=== design 1 ===
Design 1, M3 wires:
Scale bar: 10 um.
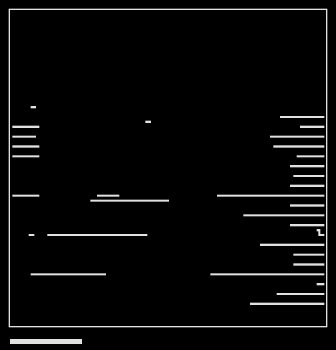

### config.mk
export PLATFORM = sky130hd
export DESIGN_NAME = stump_control_flat
export DESIGN_NICKNAME = d
export VERILOG_FILES = /design/src/rtl/stump_control_if.sv /design/src/rtl/stump_control.sv /design/src/flat_wrapper.sv
export SDC_FILE = /design/constraint.sdc
export NUM_CORES = 1
export LEC_CHECK = 0
export CAP_MARGIN = 30
export CORE_MARGIN = 2
export CORE_UTILIZATION = 27
export DETAILED_ROUTE_END_ITERATION = 10
export PLACE_DENSITY = 0.74
export SYNTH_ARGS = -nofsm -noshare
export SYNTH_HDL_FRONTEND = slang
export SYNTH_SLANG_ARGS = --single-unit
### constraint.sdc
create_clock -name clk -period 1.8 [get_ports clk]
set_input_delay 0.18 -clock clk [delete_from_list [all_inputs] [get_ports clk]]
set_output_delay 0.18 -clock clk [all_outputs]
set_load 0.01 [all_outputs]
### src/rtl/stump_control_if.sv
// Control bundle between the Stump control unit (master) and the datapath (slave).
// STUMP_CTRL_INSTR_COUNT_EN adds the retired-fetch counter to the bundle.
interface stump_control_if;
    logic [15:0] ir;
    logic [3:0]  cc;
    logic        fetch;
    logic        execute;
    logic        memory;
    logic        ext_op;
    logic        opB_mux_sel;
    logic [1:0]  shift_op;
    logic [2:0]  alu_func;
    logic        cc_en;
    logic        reg_write;
    logic [2:0]  dest;
    logic [2:0]  srcA;
    logic [2:0]  srcB;
`ifdef STUMP_CTRL_INSTR_COUNT_EN
    logic [15:0] instr_count;
`endif

    modport master (
        input  ir, cc,
        output fetch, execute, memory, ext_op, opB_mux_sel, shift_op,
               alu_func, cc_en, reg_write, dest, srcA, srcB
`ifdef STUMP_CTRL_INSTR_COUNT_EN
        , output instr_count
`endif
    );

    modport slave (
        output ir, cc,
        input  fetch, execute, memory, ext_op, opB_mux_sel, shift_op,
               alu_func, cc_en, reg_write, dest, srcA, srcB
`ifdef STUMP_CTRL_INSTR_COUNT_EN
        , input instr_count
`endif
    );
endinterface

### src/rtl/stump_control.sv
// Stump control unit: FETCH/EXECUTE/MEMORY sequencer, IR decode and branch evaluation.
// Optional STUMP_CTRL_INSTR_COUNT_EN adds a 16-bit wrapping instruction counter.
module stump_control #(
    parameter logic [2:0] PC_REG = 3'd7
) (
    input  logic              clk,
    input  logic              rst,
    stump_control_if.master   bus,
    output logic [1:0]        state_dbg
);

    typedef enum logic [1:0] {
        S_FETCH   = 2'b00,
        S_EXECUTE = 2'b01,
        S_MEMORY  = 2'b10
    } state_t;

    state_t state;
    state_t state_next;
    logic   taken;
    logic   base_cond;
    logic   n_flag, z_flag, v_flag, c_flag;
    logic   is_ldst;

    assign is_ldst   = (bus.ir[15:13] == 3'b110);
    assign state_dbg = state;

    always_ff @(posedge clk or negedge rst) begin
        if (!rst) state <= S_FETCH;
        else      state <= state_next;
    end

    always_comb begin
        state_next = S_FETCH;
        case (state)
            S_FETCH:   state_next = S_EXECUTE;
            S_EXECUTE: state_next = is_ldst ? S_MEMORY : S_FETCH;
            S_MEMORY:  state_next = S_FETCH;
            default:   state_next = S_FETCH;
        endcase
    end

    // Odd condition codes are the complement of the even code just below them.
    always_comb begin
        n_flag    = bus.cc[3];
        z_flag    = bus.cc[2];
        v_flag    = bus.cc[1];
        c_flag    = bus.cc[0];
        base_cond = 1'b1;
        case (bus.ir[11:9])
            3'd0: base_cond = 1'b1;
            3'd1: base_cond = ~c_flag & ~z_flag;
            3'd2: base_cond = ~c_flag;
            3'd3: base_cond = ~z_flag;
            3'd4: base_cond = ~v_flag;
            3'd5: base_cond = ~n_flag;
            3'd6: base_cond = (n_flag == v_flag);
            3'd7: base_cond = ~z_flag & (n_flag == v_flag);
            default: base_cond = 1'b1;
        endcase
        taken = base_cond ^ bus.ir[8];
    end

    always_comb begin
        bus.fetch       = (state == S_FETCH);
        bus.execute     = (state == S_EXECUTE);
        bus.memory      = (state == S_MEMORY);
        bus.ext_op      = 1'b0;
        bus.opB_mux_sel = 1'b0;
        bus.shift_op    = 2'b00;
        bus.alu_func    = 3'b000;
        bus.cc_en       = 1'b0;
        bus.reg_write   = 1'b0;
        bus.dest        = PC_REG;
        bus.srcA        = PC_REG;
        bus.srcB        = 3'b000;
        case (state)
            S_FETCH: begin
                bus.reg_write = 1'b1;
            end
            S_EXECUTE: begin
                if (bus.ir[15:13] == 3'b111) begin
                    bus.alu_func    = 3'b111;
                    bus.opB_mux_sel = 1'b1;
                    bus.ext_op      = 1'b1;
                    bus.reg_write   = taken;
                end else begin
                    bus.alu_func = bus.ir[15:13];
                    bus.srcA     = bus.ir[7:5];
                    if (bus.ir[12]) begin
                        bus.opB_mux_sel = 1'b1;
                    end else begin
                        bus.srcB     = bus.ir[4:2];
                        bus.shift_op = bus.ir[1:0];
                    end
                    if (!is_ldst) begin
                        bus.dest      = bus.ir[10:8];
                        bus.reg_write = 1'b1;
                        bus.cc_en     = bus.ir[11];
                    end
                end
            end
            S_MEMORY: begin
                // ST reads the data register on port A; LD writes it back.
                if (bus.ir[11]) begin
                    bus.srcA = bus.ir[10:8];
                end else begin
                    bus.reg_write = 1'b1;
                    bus.dest      = bus.ir[10:8];
                end
            end
            default: ;
        endcase
        if (!rst) begin
            bus.reg_write = 1'b0;
            bus.cc_en     = 1'b0;
        end
    end

`ifdef STUMP_CTRL_INSTR_COUNT_EN
    always_ff @(posedge clk or negedge rst) begin
        if (!rst)                  bus.instr_count <= 16'd0;
        else if (state == S_FETCH) bus.instr_count <= bus.instr_count + 16'd1;
    end
`endif

endmodule

### src/flat_wrapper.sv
// flat-port wrapper written by rule: the top's interface ports become plain ports
module stump_control_flat 
#(
    parameter logic [2:0] PC_REG = 3'd7
)
  (clk, rst, state_dbg, bus_ir, bus_cc, bus_fetch, bus_execute, bus_memory, bus_ext_op, bus_opB_mux_sel, bus_shift_op, bus_alu_func, bus_cc_en, bus_reg_write, bus_dest, bus_srcA, bus_srcB);
  stump_control_if bus_i ();
  input  logic clk;
  input  logic rst;
  output logic [1:0] state_dbg;
  input wire logic [$bits(bus_i.ir)-1:0] bus_ir;
  input wire logic [$bits(bus_i.cc)-1:0] bus_cc;
  output wire logic [$bits(bus_i.fetch)-1:0] bus_fetch;
  output wire logic [$bits(bus_i.execute)-1:0] bus_execute;
  output wire logic [$bits(bus_i.memory)-1:0] bus_memory;
  output wire logic [$bits(bus_i.ext_op)-1:0] bus_ext_op;
  output wire logic [$bits(bus_i.opB_mux_sel)-1:0] bus_opB_mux_sel;
  output wire logic [$bits(bus_i.shift_op)-1:0] bus_shift_op;
  output wire logic [$bits(bus_i.alu_func)-1:0] bus_alu_func;
  output wire logic [$bits(bus_i.cc_en)-1:0] bus_cc_en;
  output wire logic [$bits(bus_i.reg_write)-1:0] bus_reg_write;
  output wire logic [$bits(bus_i.dest)-1:0] bus_dest;
  output wire logic [$bits(bus_i.srcA)-1:0] bus_srcA;
  output wire logic [$bits(bus_i.srcB)-1:0] bus_srcB;
  assign bus_i.ir = bus_ir;
  assign bus_i.cc = bus_cc;
  assign bus_fetch = bus_i.fetch;
  assign bus_execute = bus_i.execute;
  assign bus_memory = bus_i.memory;
  assign bus_ext_op = bus_i.ext_op;
  assign bus_opB_mux_sel = bus_i.opB_mux_sel;
  assign bus_shift_op = bus_i.shift_op;
  assign bus_alu_func = bus_i.alu_func;
  assign bus_cc_en = bus_i.cc_en;
  assign bus_reg_write = bus_i.reg_write;
  assign bus_dest = bus_i.dest;
  assign bus_srcA = bus_i.srcA;
  assign bus_srcB = bus_i.srcB;
  stump_control #(.PC_REG(PC_REG)) u_core (.clk(clk), .rst(rst), .bus(bus_i), .state_dbg(state_dbg));
endmodule
=== design 2 ===
## config.mk

```make
export PLATFORM = sky130hd
export DESIGN_NAME = toy_bus_dtcm_rsp_node
export DESIGN_NICKNAME = d
export VERILOG_FILES = /design/src/rtl/toy_bus_pkg.sv /design/src/rtl/toy_bus_rsp_fifo.sv /design/src/rtl/toy_bus_dtcm_rsp_node.sv
export SDC_FILE = /design/constraint.sdc
export NUM_CORES = 1
export LEC_CHECK = 0
export CELL_PAD_IN_SITES_DETAIL_PLACEMENT = 0
export CELL_PAD_IN_SITES_GLOBAL_PLACEMENT = 1
export CORE_UTILIZATION = 30
export CTS_CLUSTER_DIAMETER = 100
export DETAILED_ROUTE_END_ITERATION = 8
export PLACE_DENSITY_LB_ADDON = 0.1
export SYNTH_ARGS = -nofsm -noshare
export SYNTH_HDL_FRONTEND = slang
export SYNTH_HIERARCHICAL = 1
export SYNTH_SLANG_ARGS = --single-unit
```

## constraint.sdc

```tcl
create_clock -name clk -period 4.2 [get_ports clk]
set_input_delay 1.26 -clock clk [delete_from_list [all_inputs] [get_ports clk]]
set_output_delay 1.26 -clock clk [all_outputs]
set_load 0.005 [all_outputs]
```

## src/rtl/toy_bus_pkg.sv

```systemverilog
// Shared toy-bus definitions: field widths, opcode and id constants, and the
// response entry buffered by target-side nodes.
package toy_bus_pkg;

  localparam int unsigned BUS_ADDR_W = 32;
  localparam int unsigned BUS_DATA_W = 32;
  localparam int unsigned BUS_STRB_W = BUS_DATA_W / 8;
  localparam int unsigned BUS_ID_W   = 4;

  typedef enum logic {
    OP_RD = 1'b0,
    OP_WR = 1'b1
  } toy_op_e;

  localparam logic [BUS_ID_W-1:0] ID_INIT0 = 4'd0;
  localparam logic [BUS_ID_W-1:0] ID_INIT1 = 4'd1;
  localparam logic [BUS_ID_W-1:0] ID_DTCM  = 4'd2;

  // src_id is constant per node, so only the varying response fields are stored
  typedef struct packed {
    logic [BUS_DATA_W-1:0] data;
    toy_op_e               opcode;
    logic                  err;
    logic [BUS_ID_W-1:0]   tgt_id;
  } rsp_entry_t;

  // True when addr lies in the region of 4*2^word_aw bytes starting at base
  function automatic logic addr_hit(input logic [BUS_ADDR_W-1:0] addr,
                                    input logic [BUS_ADDR_W-1:0] base,
                                    input int unsigned           word_aw);
    return ((addr ^ base) >> (word_aw + 2)) == '0;
  endfunction

endpackage

```

## src/rtl/toy_bus_rsp_fifo.sv

```systemverilog
// Synchronous FIFO with occupancy count; push and pop may coincide at any fill
// level, including full. DEPTH must be a power of two.
module toy_bus_rsp_fifo #(
  parameter int unsigned WIDTH = 8,
  parameter int unsigned DEPTH = 4
) (
  input  logic                         clk,
  input  logic                         rst_n,
  input  logic                         i_push,
  input  logic [WIDTH-1:0]             i_wdata,
  input  logic                         i_pop,
  output logic [WIDTH-1:0]             o_rdata,
  output logic                         o_empty,
  output logic [$clog2(DEPTH+1)-1:0]   o_count
);

  localparam int unsigned PTR_W = $clog2(DEPTH);
  localparam int unsigned CNT_W = $clog2(DEPTH + 1);

  logic [WIDTH-1:0] r_mem [DEPTH];
  logic [PTR_W-1:0] r_wr_ptr;
  logic [PTR_W-1:0] r_rd_ptr;
  logic [CNT_W-1:0] r_count;
  logic             w_full;
  logic             w_wr_en;
  logic             w_rd_en;

  assign o_empty = (r_count == '0);
  assign w_full  = (r_count == CNT_W'(DEPTH));
  assign w_rd_en = i_pop & ~o_empty;
  // a pop in the same cycle frees the slot, so a push at full is still taken
  assign w_wr_en = i_push & (~w_full | i_pop);

  always_ff @(posedge clk or negedge rst_n) begin
    if (!rst_n) begin
      r_wr_ptr <= '0;
      r_rd_ptr <= '0;
      r_count  <= '0;
    end else begin
      if (w_wr_en) r_wr_ptr <= r_wr_ptr + 1'b1;
      if (w_rd_en) r_rd_ptr <= r_rd_ptr + 1'b1;
      r_count <= r_count + CNT_W'(w_wr_en) - CNT_W'(w_rd_en);
    end
  end

  always_ff @(posedge clk) begin
    if (w_wr_en) r_mem[r_wr_ptr] <= i_wdata;
  end

  assign o_rdata = r_mem[r_rd_ptr];
  assign o_count = r_count;

endmodule

```

## src/rtl/toy_bus_dtcm_rsp_node.sv

```systemverilog
// DTCM target endpoint: performs toy-bus requests on a 1-cycle SRAM port and
// returns in-order responses on the initiator port chosen by requester id.
module toy_bus_dtcm_rsp_node
  import toy_bus_pkg::*;
#(
  parameter int unsigned ADDR_W    = 12,
  parameter logic [31:0] BASE_ADDR = 32'h0002_0000,
  parameter int unsigned DEPTH     = 4,
  parameter logic [3:0]  SELF_ID   = ID_DTCM,
  parameter logic [3:0]  INIT1_ID  = ID_INIT1
) (
  input  logic              clk,
  input  logic              rst_n,
  input  logic              req_vld,
  output logic              req_rdy,
  input  logic [31:0]       req_addr,
  input  logic [3:0]        req_strb,
  input  logic [31:0]       req_data,
  input  logic              req_opcode,
  input  logic [3:0]        req_src_id,
  input  logic [3:0]        req_tgt_id,
  output logic              mem_en,
  output logic              mem_wen,
  output logic [ADDR_W-1:0] mem_addr,
  output logic [3:0]        mem_wstrb,
  output logic [31:0]       mem_wdata,
  input  logic [31:0]       mem_rdata,
  output logic              rsp0_vld,
  input  logic              rsp0_rdy,
  output logic [31:0]       rsp0_data,
  output logic              rsp0_opcode,
  output logic              rsp0_err,
  output logic [3:0]        rsp0_src_id,
  output logic [3:0]        rsp0_tgt_id,
  output logic              rsp1_vld,
  input  logic              rsp1_rdy,
  output logic [31:0]       rsp1_data,
  output logic              rsp1_opcode,
  output logic              rsp1_err,
  output logic [3:0]        rsp1_src_id,
  output logic [3:0]        rsp1_tgt_id
);

  localparam int unsigned CNT_W = $clog2(DEPTH + 1);
  localparam int unsigned OCC_W = CNT_W + 1;

  logic             r_rdy_en;
  logic             r_s1_vld;
  toy_op_e          r_s1_op;
  logic             r_s1_err;
  logic [3:0]       r_s1_id;

  logic             w_accept;
  logic             w_hit;
  logic             w_empty;
  logic             w_head_vld;
  logic             w_to_rsp1;
  logic             w_pop;
  logic [CNT_W-1:0] w_count;
  logic [OCC_W-1:0] w_occ;
  rsp_entry_t       w_push_entry;
  rsp_entry_t       w_head;
  logic             w_unused;

  assign w_unused = ^{req_tgt_id, req_addr[1:0]};

  // Occupancy counts the entry still in stage 1 so a push can never hit a full FIFO
  assign w_occ    = OCC_W'(w_count) + OCC_W'(r_s1_vld);
  assign req_rdy  = r_rdy_en & (w_occ < OCC_W'(DEPTH));
  assign w_accept = req_vld & req_rdy;
  assign w_hit    = addr_hit(req_addr, BASE_ADDR, ADDR_W);

  assign mem_en    = w_accept & w_hit;
  assign mem_wen   = req_opcode;
  assign mem_addr  = req_addr[ADDR_W+1:2];
  assign mem_wstrb = req_strb;
  assign mem_wdata = req_data;

  always_ff @(posedge clk or negedge rst_n) begin
    if (!rst_n) begin
      r_rdy_en <= 1'b0;
      r_s1_vld <= 1'b0;
      r_s1_op  <= OP_RD;
      r_s1_err <= 1'b0;
      r_s1_id  <= '0;
    end else begin
      r_rdy_en <= 1'b1;
      r_s1_vld <= w_accept;
      if (w_accept) begin
        r_s1_op  <= toy_op_e'(req_opcode);
        r_s1_err <= ~w_hit;
        r_s1_id  <= req_src_id;
      end
    end
  end

  always_comb begin
    w_push_entry        = '0;
    w_push_entry.opcode = r_s1_op;
    w_push_entry.err    = r_s1_err;
    w_push_entry.tgt_id = r_s1_id;
    if (r_s1_op == OP_RD && !r_s1_err) w_push_entry.data = mem_rdata;
  end

  toy_bus_rsp_fifo #(
    .WIDTH ($bits(rsp_entry_t)),
    .DEPTH (DEPTH)
  ) u_rsp_fifo (
    .clk     (clk),
    .rst_n   (rst_n),
    .i_push  (r_s1_vld),
    .i_wdata (w_push_entry),
    .i_pop   (w_pop),
    .o_rdata (w_head),
    .o_empty (w_empty),
    .o_count (w_count)
  );

  assign w_head_vld = ~w_empty;
  assign w_to_rsp1  = (w_head.tgt_id == INIT1_ID);
  assign rsp0_vld   = w_head_vld & ~w_to_rsp1;
  assign rsp1_vld   = w_head_vld & w_to_rsp1;
  assign w_pop      = (rsp0_vld & rsp0_rdy) | (rsp1_vld & rsp1_rdy);

  assign rsp0_data   = w_head.data;
  assign rsp0_opcode = w_head.opcode;
  assign rsp0_err    = w_head.err;
  assign rsp0_src_id = SELF_ID;
  assign rsp0_tgt_id = w_head.tgt_id;
  assign rsp1_data   = w_head.data;
  assign rsp1_opcode = w_head.opcode;
  assign rsp1_err    = w_head.err;
  assign rsp1_src_id = SELF_ID;
  assign rsp1_tgt_id = w_head.tgt_id;

endmodule

```

=== design 3 ===
===== src/rtl/dsi_pkt_arbiter.sv =====
// Shares the packet assembler port between the video timing generator (priority)
// and the host command path, with atomic grants, a guard gap and a grant watchdog.
module dsi_pkt_arbiter #(
  parameter int g_pixel_width  = 24,
  parameter int g_guard_cycles = 4,
  parameter int g_timeout      = 4095
) (
  input  logic                     clk_i,
  input  logic                     rst_i,

  input  logic                     v_req_i,
  input  logic                     v_islong_i,
  input  logic [5:0]               v_type_i,
  input  logic [15:0]              v_wcount_i,
  input  logic [15:0]              v_command_i,
  input  logic [g_pixel_width-1:0] v_payload_i,
  input  logic                     v_last_i,
  output logic                     v_dreq_o,
  input  logic                     v_blank_i,

  input  logic                     h_req_i,
  input  logic                     h_islong_i,
  input  logic [5:0]               h_type_i,
  input  logic [15:0]              h_wcount_i,
  input  logic [15:0]              h_command_i,
  input  logic [g_pixel_width-1:0] h_payload_i,
  input  logic                     h_last_i,
  output logic                     h_dreq_o,

  output logic                     p_req_o,
  output logic                     p_islong_o,
  output logic [5:0]               p_type_o,
  output logic [15:0]              p_wcount_o,
  output logic [15:0]              p_command_o,
  output logic [g_pixel_width-1:0] p_payload_o,
  output logic                     p_last_o,
  input  logic                     p_dreq_i,
  input  logic                     p_dlast_i,

  output logic [1:0]               gnt_o,
  output logic [15:0]              h_cnt_o,
  output logic                     err_timeout_o,
  output logic                     err_abort_o,
  input  logic                     err_clr_i
);

  localparam int          c_guard      = (g_guard_cycles < 1) ? 1 : g_guard_cycles;
  localparam logic [15:0] c_guard_last = 16'(c_guard - 1);
  localparam logic [11:0] c_wd_last    = 12'(g_timeout - 1);

  typedef enum logic [1:0] {
    ST_IDLE,
    ST_VIDEO,
    ST_HOST,
    ST_GUARD
  } state_t;

  state_t      r_state;
  logic [1:0]  r_gnt;
  logic [15:0] r_gc;
  logic [11:0] r_wd;
  logic [15:0] r_hcnt;
  logic        r_err_to;
  logic        r_err_ab;

  logic        w_own_req;
  logic        w_host_ok;

  assign w_host_ok = h_req_i & v_blank_i;

  // The last guard cycle arbitrates like IDLE so the next grant can follow the gap directly.
  always_ff @(posedge clk_i) begin
    if (rst_i) begin
      r_state  <= ST_IDLE;
      r_gnt    <= 2'b00;
      r_gc     <= '0;
      r_wd     <= '0;
      r_hcnt   <= '0;
      r_err_to <= 1'b0;
      r_err_ab <= 1'b0;
    end else begin
      if (err_clr_i) begin
        r_err_to <= 1'b0;
        r_err_ab <= 1'b0;
      end
      case (r_state)
        ST_VIDEO, ST_HOST: begin
          r_wd <= r_wd + 12'd1;
          if (p_dlast_i || !w_own_req || (r_wd == c_wd_last)) begin
            r_state <= ST_GUARD;
            r_gnt   <= 2'b00;
            r_gc    <= c_guard_last;
          end
          if (p_dlast_i) begin
            if (r_state == ST_HOST) r_hcnt <= r_hcnt + 16'd1;
          end else if (!w_own_req) begin
            r_err_ab <= 1'b1;
          end else if (r_wd == c_wd_last) begin
            r_err_to <= 1'b1;
          end
        end
        default: begin
          if ((r_state == ST_GUARD) && (r_gc != 16'd0)) begin
            r_gc <= r_gc - 16'd1;
          end else if (v_req_i) begin
            r_state <= ST_VIDEO;
            r_gnt   <= 2'b01;
            r_wd    <= '0;
          end else if (w_host_ok) begin
            r_state <= ST_HOST;
            r_gnt   <= 2'b10;
            r_wd    <= '0;
          end else begin
            r_state <= ST_IDLE;
          end
        end
      endcase
    end
  end

  always_comb begin
    w_own_req   = 1'b0;
    p_req_o     = 1'b0;
    p_islong_o  = 1'b0;
    p_type_o    = '0;
    p_wcount_o  = '0;
    p_command_o = '0;
    p_payload_o = '0;
    p_last_o    = 1'b0;
    v_dreq_o    = 1'b0;
    h_dreq_o    = 1'b0;
    case (r_state)
      ST_VIDEO: begin
        w_own_req   = v_req_i;
        p_req_o     = v_req_i;
        p_islong_o  = v_islong_i;
        p_type_o    = v_type_i;
        p_wcount_o  = v_wcount_i;
        p_command_o = v_command_i;
        p_payload_o = v_payload_i;
        p_last_o    = v_last_i;
        v_dreq_o    = p_dreq_i;
      end
      ST_HOST: begin
        w_own_req   = h_req_i;
        p_req_o     = h_req_i;
        p_islong_o  = h_islong_i;
        p_type_o    = h_type_i;
        p_wcount_o  = h_wcount_i;
        p_command_o = h_command_i;
        p_payload_o = h_payload_i;
        p_last_o    = h_last_i;
        h_dreq_o    = p_dreq_i;
      end
      default: begin
      end
    endcase
  end

  assign gnt_o         = r_gnt;
  assign h_cnt_o       = r_hcnt;
  assign err_timeout_o = r_err_to;
  assign err_abort_o   = r_err_ab;

endmodule


===== config.mk =====
export PLATFORM = sky130hd
export DESIGN_NAME = dsi_pkt_arbiter
export DESIGN_NICKNAME = d
export VERILOG_FILES = /design/src/rtl/dsi_pkt_arbiter.sv
export SDC_FILE = /design/constraint.sdc
export NUM_CORES = 1
export LEC_CHECK = 0
export CELL_PAD_IN_SITES_DETAIL_PLACEMENT = 0
export CELL_PAD_IN_SITES_GLOBAL_PLACEMENT = 2
export CORE_ASPECT_RATIO = 1.4
export CORE_MARGIN = 2
export CORE_UTILIZATION = 18
export CTS_BUF_LIST = sky130_fd_sc_hd__clkbuf_2
export DETAILED_ROUTE_END_ITERATION = 10
export GPL_ROUTABILITY_DRIVEN = 0
export PLACE_DENSITY_LB_ADDON = 0.1
export SYNTH_ARGS = -nofsm -noshare
export SYNTH_HDL_FRONTEND = slang
export SYNTH_SLANG_ARGS = --single-unit
export TNS_END_PERCENT = 5

===== constraint.sdc =====
create_clock -name clk_i -period 2.2 [get_ports clk_i]
set_input_delay 0.55 -clock clk_i [delete_from_list [all_inputs] [get_ports clk_i]]
set_output_delay 0.55 -clock clk_i [all_outputs]
set_load 0.02 [all_outputs]

=== design 4 ===
**config.mk**
```make
export PLATFORM = sky130hd
export DESIGN_NAME = keccak_rhopi_inv_serial_flat
export DESIGN_NICKNAME = d
export VERILOG_FILES = /design/src/rtl/keccak_rhopi_inv_serial_if.sv /design/src/rtl/keccak_rhopi_inv_serial.sv /design/src/flat_wrapper.sv
export SDC_FILE = /design/constraint.sdc
export NUM_CORES = 2
export LEC_CHECK = 0
export CAP_MARGIN = 0
export CORE_MARGIN = 2
export CORE_UTILIZATION = 50
export CTS_BUF_LIST = sky130_fd_sc_hd__clkbuf_8
export CTS_CLUSTER_SIZE = 20
export DETAILED_ROUTE_END_ITERATION = 6
export PLACE_DENSITY = 0.66
export SYNTH_ARGS = -nofsm -noshare
export SYNTH_HDL_FRONTEND = slang
export SYNTH_SLANG_ARGS = --single-unit
```
**constraint.sdc**
```tcl
create_clock -name clk -period 67.4 [get_ports clk]
set_input_delay 10.11 -clock clk [delete_from_list [all_inputs] [get_ports clk]]
set_output_delay 10.11 -clock clk [all_outputs]
set_load 0.005 [all_outputs]
```
**src/rtl/keccak_rhopi_inv_serial_if.sv**
```systemverilog
// rtl/keccak_rhopi_inv_serial_if.sv - stream bundle for the lane-serial inverse rho/pi block
//
// Purpose : groups the input lane stream, the output lane stream and the
//           framing status of keccak_rhopi_inv_serial.
// Signals : in_valid/in_ready/in_data/in_last    permuted lanes in, order j = 0..24
//           out_valid/out_ready/out_data          reconstructed lanes out
//           out_idx/out_last                      lane index i and last-lane flag
//           frame_err                             sticky framing error
// Modports: slave  - the inverse rho/pi block
//           master - the environment driving it

interface keccak_rhopi_inv_serial_if;
   logic        in_valid;
   logic        in_ready;
   logic [63:0] in_data;
   logic        in_last;
   logic        out_valid;
   logic        out_ready;
   logic [63:0] out_data;
   logic [4:0]  out_idx;
   logic        out_last;
   logic        frame_err;

   modport slave (
      input  in_valid, in_data, in_last, out_ready,
      output in_ready, out_valid, out_data, out_idx, out_last, frame_err
   );

   modport master (
      output in_valid, in_data, in_last, out_ready,
      input  in_ready, out_valid, out_data, out_idx, out_last, frame_err
   );
endinterface

```
**src/rtl/keccak_rhopi_inv_serial.sv**
```systemverilog
// rtl/keccak_rhopi_inv_serial.sv - lane-serial inverse of the Keccak rho+pi step
//
// Purpose : buffers a 25-lane permuted state arriving one lane per handshake,
//           then emits the pre-rho/pi state in natural lane order, each lane
//           rebuilt as orig[i] = rotr(perm[src(i)], r(i)).
// Ports   : clk  - rising-edge clock
//           rst  - asynchronous active-high reset
//           bus  - keccak_rhopi_inv_serial_if.slave (in/out lane streams,
//                  out_idx, out_last, frame_err)
// Options : RHOPI_INV_FRAME_CHECK_EN - when defined, frame_err flags any accepted
//           lane whose in_last disagrees with "this is lane 24"; when undefined,
//           in_last is ignored and frame_err stays 0.

module keccak_rhopi_inv_serial #(
   parameter int LANE_W    = 64,
   parameter int NUM_LANES = 25
) (
   input  logic                          clk,
   input  logic                          rst,
   keccak_rhopi_inv_serial_if.slave      bus
);

   localparam logic [4:0] LAST_IDX = 5'(NUM_LANES - 1);

   typedef enum logic [0:0] {
      LOAD  = 1'b0,
      DRAIN = 1'b1
   } state_e;

   state_e             state_q, state_d;
   logic [4:0]         in_cnt_q, in_cnt_d;
   logic [4:0]         out_cnt_q, out_cnt_d;
   logic [LANE_W-1:0]  buf_q [NUM_LANES];
   logic [LANE_W-1:0]  buf_d [NUM_LANES];
   logic               frame_err_q, frame_err_d;

   logic               in_ready;
   logic               out_valid;
   logic [4:0]         src_sel;
   logic [5:0]         rot_amt;

   function automatic logic [LANE_W-1:0] rotr(input logic [LANE_W-1:0] x,
                                              input logic [5:0] k);
      logic [2*LANE_W-1:0] dbl;
      dbl = {x, x} >> k;
      return dbl[LANE_W-1:0];
   endfunction

   // Output lane i reads buffered (permuted) lane src and rotates it right
   // by the rho offset of lane i, undoing pi and rho in one step.
   always_comb begin
      src_sel = 5'd0;
      rot_amt = 6'd0;
      case (out_cnt_q)
         5'd0:    begin src_sel = 5'd0;  rot_amt = 6'd0;  end
         5'd1:    begin src_sel = 5'd10; rot_amt = 6'd1;  end
         5'd2:    begin src_sel = 5'd20; rot_amt = 6'd62; end
         5'd3:    begin src_sel = 5'd5;  rot_amt = 6'd28; end
         5'd4:    begin src_sel = 5'd15; rot_amt = 6'd27; end
         5'd5:    begin src_sel = 5'd16; rot_amt = 6'd36; end
         5'd6:    begin src_sel = 5'd1;  rot_amt = 6'd44; end
         5'd7:    begin src_sel = 5'd11; rot_amt = 6'd6;  end
         5'd8:    begin src_sel = 5'd21; rot_amt = 6'd55; end
         5'd9:    begin src_sel = 5'd6;  rot_amt = 6'd20; end
         5'd10:   begin src_sel = 5'd7;  rot_amt = 6'd3;  end
         5'd11:   begin src_sel = 5'd17; rot_amt = 6'd10; end
         5'd12:   begin src_sel = 5'd2;  rot_amt = 6'd43; end
         5'd13:   begin src_sel = 5'd12; rot_amt = 6'd25; end
         5'd14:   begin src_sel = 5'd22; rot_amt = 6'd39; end
         5'd15:   begin src_sel = 5'd23; rot_amt = 6'd41; end
         5'd16:   begin src_sel = 5'd8;  rot_amt = 6'd45; end
         5'd17:   begin src_sel = 5'd18; rot_amt = 6'd15; end
         5'd18:   begin src_sel = 5'd3;  rot_amt = 6'd21; end
         5'd19:   begin src_sel = 5'd13; rot_amt = 6'd8;  end
         5'd20:   begin src_sel = 5'd14; rot_amt = 6'd18; end
         5'd21:   begin src_sel = 5'd24; rot_amt = 6'd2;  end
         5'd22:   begin src_sel = 5'd9;  rot_amt = 6'd61; end
         5'd23:   begin src_sel = 5'd19; rot_amt = 6'd56; end
         5'd24:   begin src_sel = 5'd4;  rot_amt = 6'd14; end
         default: begin src_sel = 5'd0;  rot_amt = 6'd0;  end
      endcase
   end

   always_comb begin
      state_d     = state_q;
      in_cnt_d    = in_cnt_q;
      out_cnt_d   = out_cnt_q;
      buf_d       = buf_q;
      frame_err_d = frame_err_q;
      in_ready    = 1'b0;
      out_valid   = 1'b0;

      case (state_q)
         LOAD: begin
            in_ready = 1'b1;
            if (bus.in_valid) begin
               buf_d[in_cnt_q] = bus.in_data;
`ifdef RHOPI_INV_FRAME_CHECK_EN
               if (bus.in_last != (in_cnt_q == LAST_IDX)) begin
                  frame_err_d = 1'b1;
               end
`endif
               if (in_cnt_q == LAST_IDX) begin
                  in_cnt_d = 5'd0;
                  state_d  = DRAIN;
               end else begin
                  in_cnt_d = in_cnt_q + 5'd1;
               end
            end
         end
         DRAIN: begin
            out_valid = 1'b1;
            if (bus.out_ready) begin
               if (out_cnt_q == LAST_IDX) begin
                  out_cnt_d = 5'd0;
                  state_d   = LOAD;
               end else begin
                  out_cnt_d = out_cnt_q + 5'd1;
               end
            end
         end
         default: begin
            state_d = LOAD;
         end
      endcase
   end

   always_ff @(posedge clk or posedge rst) begin
      if (rst) begin
         state_q     <= LOAD;
         in_cnt_q    <= 5'd0;
         out_cnt_q   <= 5'd0;
         frame_err_q <= 1'b0;
         for (int i = 0; i < NUM_LANES; i++) begin
            buf_q[i] <= '0;
         end
      end else begin
         state_q     <= state_d;
         in_cnt_q    <= in_cnt_d;
         out_cnt_q   <= out_cnt_d;
         frame_err_q <= frame_err_d;
         buf_q       <= buf_d;
      end
   end

`ifndef RHOPI_INV_FRAME_CHECK_EN
   logic unused_in_last;
   assign unused_in_last = bus.in_last;
`endif

   assign bus.in_ready  = in_ready;
   assign bus.out_valid = out_valid;
   assign bus.out_idx   = out_cnt_q;
   assign bus.out_last  = (out_cnt_q == LAST_IDX);
   assign bus.out_data  = rotr(buf_q[src_sel], rot_amt);
   assign bus.frame_err = frame_err_q;

endmodule

```
**src/flat_wrapper.sv**
```systemverilog
// flat-port wrapper written by rule: the top's interface ports become plain ports
module keccak_rhopi_inv_serial_flat 
#(
   parameter int LANE_W    = 64,
   parameter int NUM_LANES = 25
)
  (clk, rst, bus_in_valid, bus_in_data, bus_in_last, bus_out_ready, bus_in_ready, bus_out_valid, bus_out_data, bus_out_idx, bus_out_last, bus_frame_err);
  keccak_rhopi_inv_serial_if bus_i ();
  input  logic clk;
  input  logic rst;
  input wire logic [$bits(bus_i.in_valid)-1:0] bus_in_valid;
  input wire logic [$bits(bus_i.in_data)-1:0] bus_in_data;
  input wire logic [$bits(bus_i.in_last)-1:0] bus_in_last;
  input wire logic [$bits(bus_i.out_ready)-1:0] bus_out_ready;
  output wire logic [$bits(bus_i.in_ready)-1:0] bus_in_ready;
  output wire logic [$bits(bus_i.out_valid)-1:0] bus_out_valid;
  output wire logic [$bits(bus_i.out_data)-1:0] bus_out_data;
  output wire logic [$bits(bus_i.out_idx)-1:0] bus_out_idx;
  output wire logic [$bits(bus_i.out_last)-1:0] bus_out_last;
  output wire logic [$bits(bus_i.frame_err)-1:0] bus_frame_err;
  assign bus_i.in_valid = bus_in_valid;
  assign bus_i.in_data = bus_in_data;
  assign bus_i.in_last = bus_in_last;
  assign bus_i.out_ready = bus_out_ready;
  assign bus_in_ready = bus_i.in_ready;
  assign bus_out_valid = bus_i.out_valid;
  assign bus_out_data = bus_i.out_data;
  assign bus_out_idx = bus_i.out_idx;
  assign bus_out_last = bus_i.out_last;
  assign bus_frame_err = bus_i.frame_err;
  keccak_rhopi_inv_serial #(.LANE_W(LANE_W), .NUM_LANES(NUM_LANES)) u_core (.clk(clk), .rst(rst), .bus(bus_i));
endmodule
```
Design 2, the metal 1 layer:
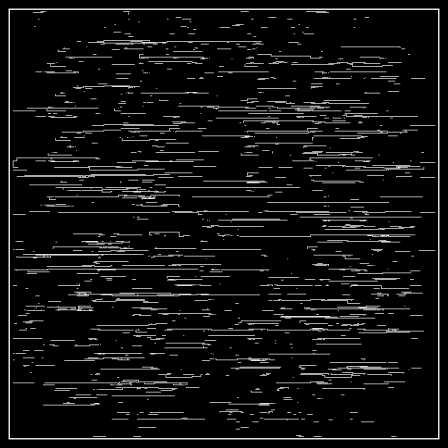
The wires run mostly horizontal. The longest straight run is 55.2 um. The layer holds 42% of the routed length.

==> flow_summary.toml, design 2 <==
# synthesis and place-and-route metrics
[logic_synthesis]
synthArstFlopShare_pct = 8.98
ys_top_cells_by_count = "152 x sky130_fd_sc_hd__edfxtp_1, 99 x sky130_fd_sc_hd__buf_4, 38 x sky130_fd_sc_hd__mux4_2, 32 x sky130_fd_sc_hd__and2_1, 15 x sky130_fd_sc_hd__dfrtp_1"
netlist_logic_family_top = "multiplexers"
synthMostInstantiatedCell = "sky130_fd_sc_hd__edfxtp_1"

[floorplanning]
fp.coreArea_um2 = 23500
chipArea_um2 = 24700
initial_core_util_pct = 30.7

[min_path]
worst_hold_path.num_cells = 0

[grt]
grt.total_usage_pct = 12.2

[outcome]
outcome = "completed"

[clocking]
htree_num_levels = 4

[timing]
finalClockSkew_ns = 0.00921
finalHoldViolations = 0
timing.final.crit_period_ns = 4.00
slew_violations = 0

[critical_path]
start_kind = "primary input"
timing.critical_path.required_ns = 2.94

[layout]
max_flop_register = "u_rsp_fifo/r_mem"
instances_no_fill = 799
final_layout_top_logic_cells = "152 x sky130_fd_sc_hd__edfxtp_1, 139 x sky130_fd_sc_hd__clkdlybuf4s50_1, 38 x sky130_fd_sc_hd__mux4_2"

[placed_design]
postPlaceCellArea_um2 = 8350
post-place-cells = 765
place_hpwl_mm = 8.77
[design 2: stage by stage]
stage	setup WS [ns]	hold slack, ns
6_report	0.196	0.516
2_1_floorplan	0.784	0.472
3_5_place_dp	-0.106	0.509
4_1_cts	0.0720	0.525
3_3_place_gp	-0.112	0.488
5_1_grt	0.116	0.538
[design 2: worst max-delay path: stages]
cell and delay (ns):
sky130_fd_sc_hd__clkdlybuf4s50_1 0.39, sky130_fd_sc_hd__or4b_4 0.55, sky130_fd_sc_hd__nor3_4 0.14, sky130_fd_sc_hd__and3_1 0.16, sky130_fd_sc_hd__dlygate4sd2_1 0.24
[design 2: layout make-up]
| cell class | count | area share [%] |
|---|---|---|
| Multi-Input combinational cell | 123 | 17.0 |
| Tap cell | 319 | 4.46 |
| Clock inverter | 13 | 1.65 |
| Sequential cell | 167 | 55.2 |
| Inverter | 8 | 0.335 |
| Clock buffer | 19 | 4.83 |
| Timing Repair Buffer | 150 | 16.5 |
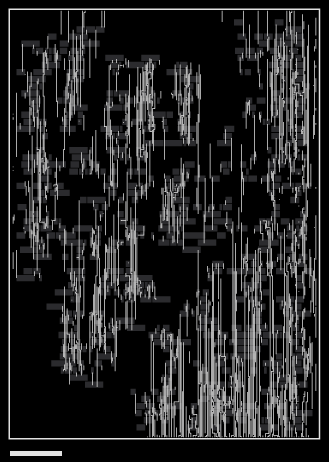
Design 3: the metal 2 layer
Scale bar: 20 um.
The layer carries 8390 um of wire. The wires run mostly vertical. The layer holds 51% of the routed length. The longest straight run is 62.7 um.
Post-Route WL: 16.6 mm
total vias in the final route: 4364

==> flow_summary.toml, design 3 <==
# synthesis and place-and-route metrics
[clocking]
clock_tree_from_tritoncts = "built"
cts_root_buf = "sky130_fd_sc_hd__clkbuf_2"
tritoncts.num_buffers = 5
htree_num_levels = 2
ctsLongestPathBuffers = 2

[placed_design]
port_buffers = 222
post-place-cells = 926

[critical_path]
worstRegToRegCells = 9
timing.critical_path.required_ns = 1.65
critical_path_depth = 6
regToRegEndpoint = "h_cnt_o[11]"
cp_capture_type = "output pin"
worstPathBufferInverterCount = 3

[logic_synthesis]
post_synthesis_sequential_area_ratio_pct = 30.5
synth_area_per_cell_um2 = 7.24
yosys_cells = 454

[timing]
setup_viol_count_final = 65
finalWorstSetupSlack_ns = -0.124
final_min_period_over_clock_period_pct = 106

[outcome]
failed_checks = "negative setup slack"
outcome = "complete, but fails checks"

[min_path]
hold_path.class = "flop to flop"
hold_start = "r_gc[0]"

[run]
log.warning_count = 31

[grt]
largest_net_degree_at_the_start_of_global_routing = 38

[layout]
nNonClkInverters = 12

[floorplanning]
placementRows = 58

[route]
via_per_inst = 4.63
[design 3: stage by stage]
| step | TNS, ns | setup slack, ns | utilization (%) |
|---|---|---|---|
| floorplan | 0 | 0.0707 | - |
| global placement | -11.32 | -0.342 | 33.8 |
| detailed placement | -11.64 | -0.331 | 33.8 |
| CTS | -6.90 | -0.196 | 33.8 |
| global route | -11.04 | -0.240 | 34.7 |
| finish | -3.42 | -0.124 | 34.7 |
[design 3: cells by family after synthesis]
| logic type | after synthesis | share of synthesized area, % |
|---|---|---|
| xor+xnor | 18 | 4.80 |
| fa+ha+maj | 7 | 2.67 |
| simple gates | 213 | 31.2 |
| compound gates | 122 | 25.7 |
| buf+inv | 44 | 5.10 |
| flops | 50 | 30.5 |
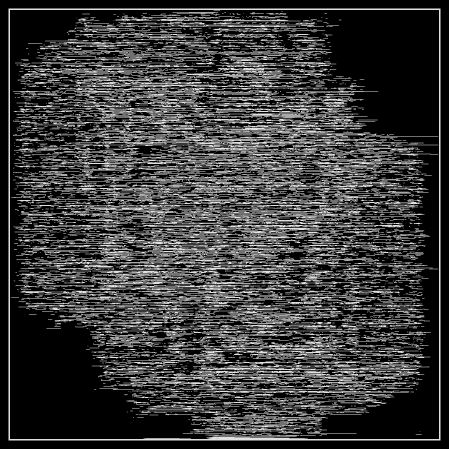
Design 4: the metal 1 layer
The layer carries 103 mm of wire. The wires run mostly horizontal. The longest straight run is 126 um.

Design 4, metal 4:
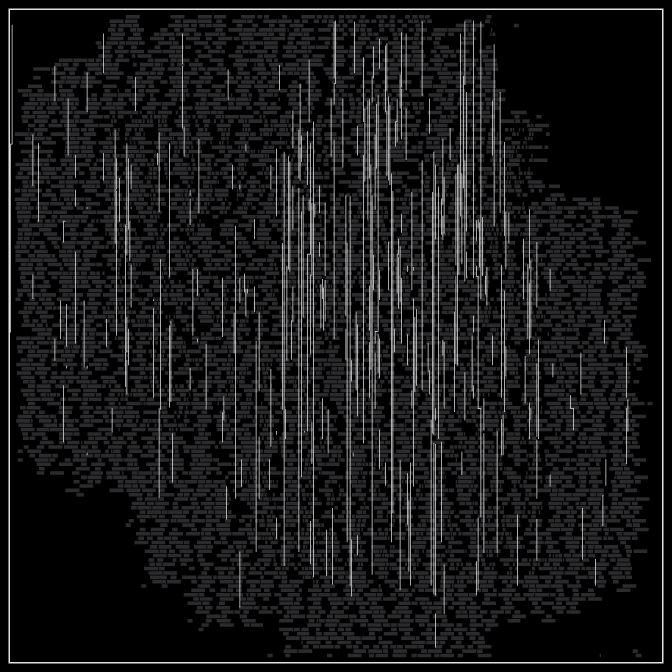
191 nets have wire on it. The wires run mostly vertical.
Post-Route WL: 252 mm
total vias in the final route: 56600

==> flow_summary.toml, design 4 <==
# synthesis and place-and-route metrics
[outcome]
outcome = "completed"

[critical_path]
regToRegEndpoint = "u_core.buf_q[599]"
ff2ff_setup_slack_ns = 63.40
start_kind = "flop"
cp_slowest_stage_delay_ns = 0.76
reg2reg_from = "u_core.state_q"
worstPathBufferInverterCount = 6
cp_capture_type = "output pin"
crit_path_max_fanout = 130
critical_path.cell_chain = "inv_1 -> ha_1 -> nor2_4 -> buf_12 -> nor3_2 -> buf_4 -> nor2_4 -> buf_4 -> buf_12 -> mux4_2 -> a22oi_1 -> nand3_1 -> mux2i_1 -> mux4_2 -> mux2i_1 -> mux4_2 -> clkdlybuf4s50_1"

[route]
wl_per_cell_um = 30.1
drt.antenna.violating_nets = 0
drt_iter0_markers = 5871

[logic_synthesis]
ys.warnings.count = 0
synth_area_leader_cell = "sky130_fd_sc_hd__dfrtp_1"

[placed_design]
port_buffers = 139
gpl.final_weighted_congestion = 0.899

[timing]
timing.final.crit_period_ns = 19.69
finalWorstSetupSlack_ns = 47.71
worst-slew-pin-transition_ns = 1.27

[min_path]
hold_path.class = "flop to flop"

[clocking]
htree_num_levels = 5
insertion_delay_ns = 1.05
cts_root_buf = "sky130_fd_sc_hd__clkbuf_8"

[floorplanning]
initial_core_util_pct = 50.2

[grt]
grt_overflow = 0
==> design 4: cell type report <==
cell class,instances,area [um2]
clock buffer,356,4900
multi-input combinational,3643,38200
antenna,19,47.5
sequential,1611,40300
tap,2175,2720
timing repair buffer,249,2330
fill,13500,72700
inverter,204,781
clock inverter,114,517
==> design 4: worst max-delay path by stage <==
stage,to,slack [ns],cells after the start
after detailed placement,bus_out_data[5],48.85,17
after CTS,bus_out_data[7],47.77,17
final,bus_out_data[5],47.71,17
after floorplan,u_core.buf_q[0],11.83,1
after global placement,bus_out_data[7],48.93,17
after global routing,bus_out_data[7],47.47,17
==> design 4: per-stage QoR <==
stage | instance area [um2] | utilization [%]
finish | 89800 | 55.3
global route | 89800 | 55.2
CTS | 89800 | 55.2
detailed placement | 84400 | 51.9
global placement | 84400 | 51.9
floorplan | 81700 | -
==> design 4: per-layer routing <==
metal  track usage, %  vias up  wire length (um)
met5                0        -               105
met4             15.8       16             13500
met2             45.0     2735            113000
met3             7.57      654             22700
met1             40.6    30000            103000
li1                 -    23200                 -
==> design 4: flip-flops by register name, indices dropped and copies added (netlist names) <==
signal	count
u_core.in_cnt_q	5
u_core.state_q	1
u_core.buf_q	1600
u_core.bus.out_idx	5
Design 1, a small window of the routed layout:
Scale bar: 5 um. Window x 1 to 21, y 23 to 43 um. Cells in grey, sequential cells in the stronger grey; small squares are vias.
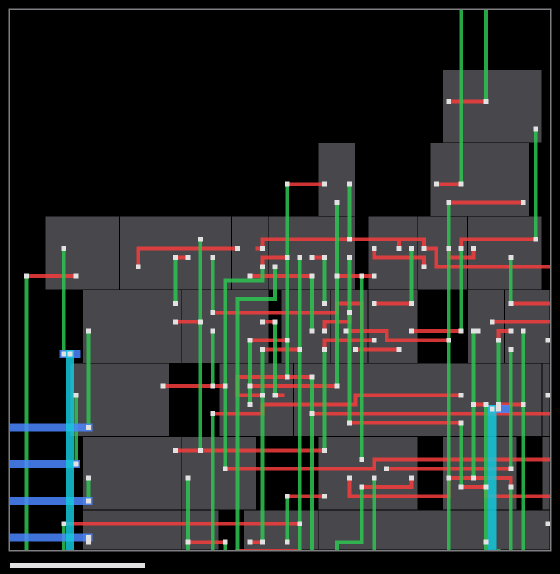
metal 2: shown in green. metal 1: shown in red. metal 3: shown in blue. metal 4: shown in cyan.
Most frequent: clkdlybuf4s50_1 (6), a21oi_1 (3), buf_4 (3). 28 logic cells have their middle in the window. Sequential cells in the window: 0.

## Picture notes: 'M3 wires' of design 1
30 nets have wire on it. The longest straight run is 15.5 um. The layer holds 9.8% of the routed length. The wires run mostly horizontal. The layer carries 178 um of wire.
Post-Route WL: 1.81 mm
met3 Resource Use GR: 5.00%
total vias in the final route: 756

==> flow_summary.toml, design 1 <==
# synthesis and place-and-route metrics
[critical_path]
critical_path_depth = 7
critical-path-top-delay-family = "simple AND/OR/NAND/NOR gates"
startpoint = "u_core.state_dbg[1]"

[outcome]
outcome = "complete, but fails checks"
failed_checks = "negative setup slack"

[clocking]
post_cts.repair.setup_buffers = 0

[timing]
relSlewSlack_pct = 82.3
setup_viol_count_final = 1
finalHoldViolations = 0
finalWorstSetupSlack_ns = -0.195

[logic_synthesis]
post_synthesis_sequential_area_ratio_pct = 11.8
ys.warnings.count = 0
count_of_distinct_cell_types_in_the_synthesized_netlist = 25

[layout]
largest_register_ff_count = 2

[grt]
antenna_found_initial = 0

[route]
m1WireLength_um = 675

[min_path]
hold_path.class = "primary input to asynchronous set/reset pin"

[placed_design]
detailedPlace.worstSlack_ns = -0.424
## design 1: logic make-up (layout without fill, tap and decap cells)
kind of cell	Yosys count	in the layout	synth area share, %
adders and majority gates	4	4	11.8
xor gates and xnor gates	1	1	2.06
AOI/OAI and AO/OA	18	18	25.3
and+or+nand+nor	31	31	39.7
DFF	2	2	11.8
muxes	1	1	2.65
buffers and inverters	7	74	6.77
## design 1: final cells by class
class                           instances  area [um2]
Fill cell                             121         410
Sequential cell                         2        50.0
Inverter                                5        21.3
Multi-Input combinational cell         55         403
Clock buffer                            3        22.5
Tap cell                               16        20.0
Timing Repair Buffer                   66         562
## design 1: timing repair
action	4_1_cts	5_1_grt
resized	52	3
gates cloned	0	0
pin swaps	1	1
setup endpoints to repair	21	4

==> layout pictures side by side <==
Congestion heat map.
Plate I
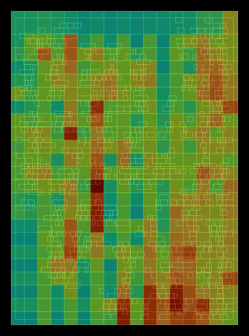
Plate II
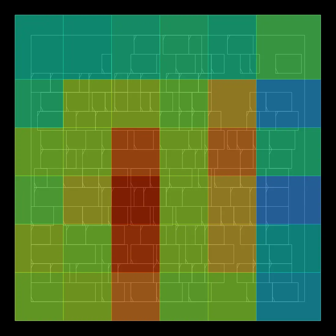
Plate III
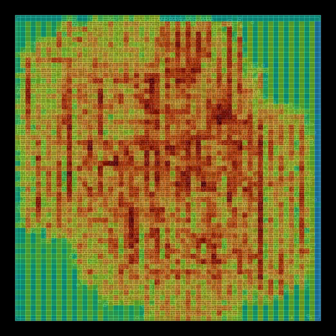
Plate IV
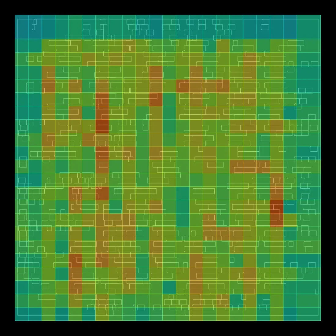
| from | picture |
|---|---|
| design 1 | Plate II |
| design 4 | Plate III |
| design 2 | Plate IV |
| design 3 | Plate I |



==> layout pictures side by side <==
M3 wires.
(a)
Scale bar: 100 um.
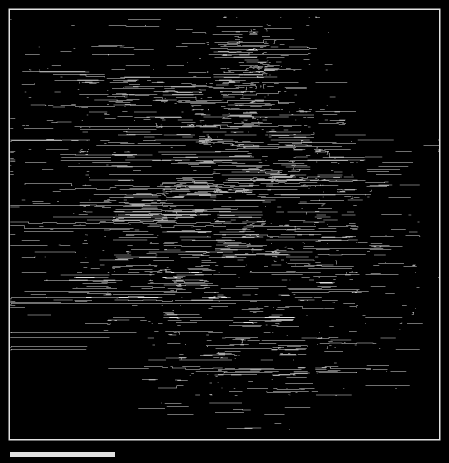
(b)
Scale bar: 20 um.
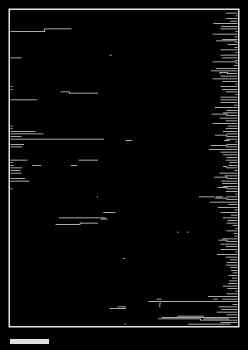
(c)
Scale bar: 50 um.
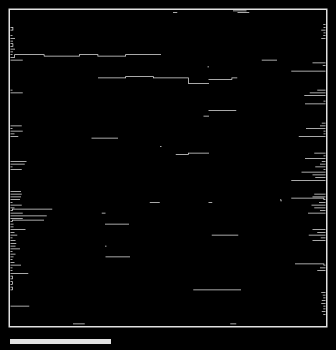
design 2 -> (c)
design 4 -> (a)
design 3 -> (b)
- largest die: (a)


==> layout pictures side by side <==
The metal 2 layer.
image #1
Scale bar: 10 um.
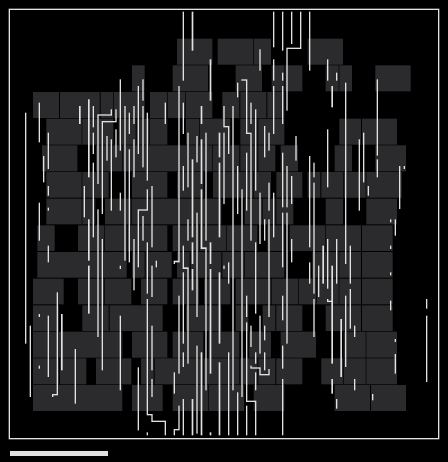
image #2
Scale bar: 100 um.
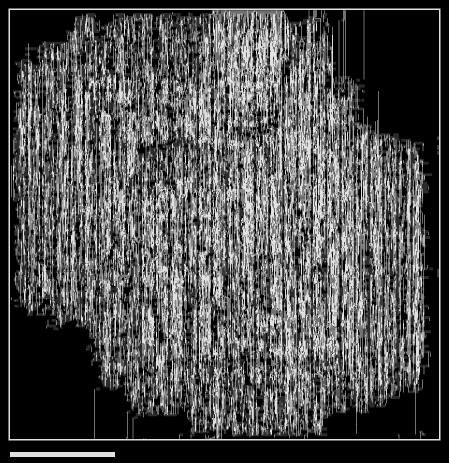
image #3
Scale bar: 50 um.
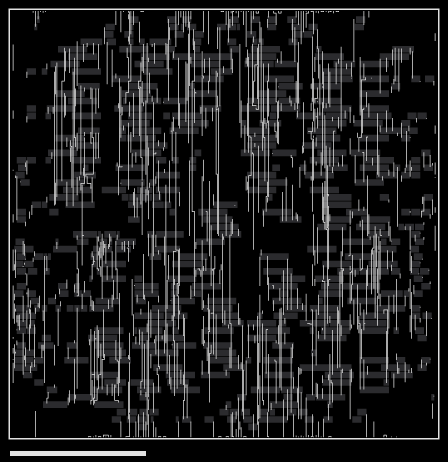
For design 4, see image #2.
For design 1, see image #1.
For design 2, see image #3.

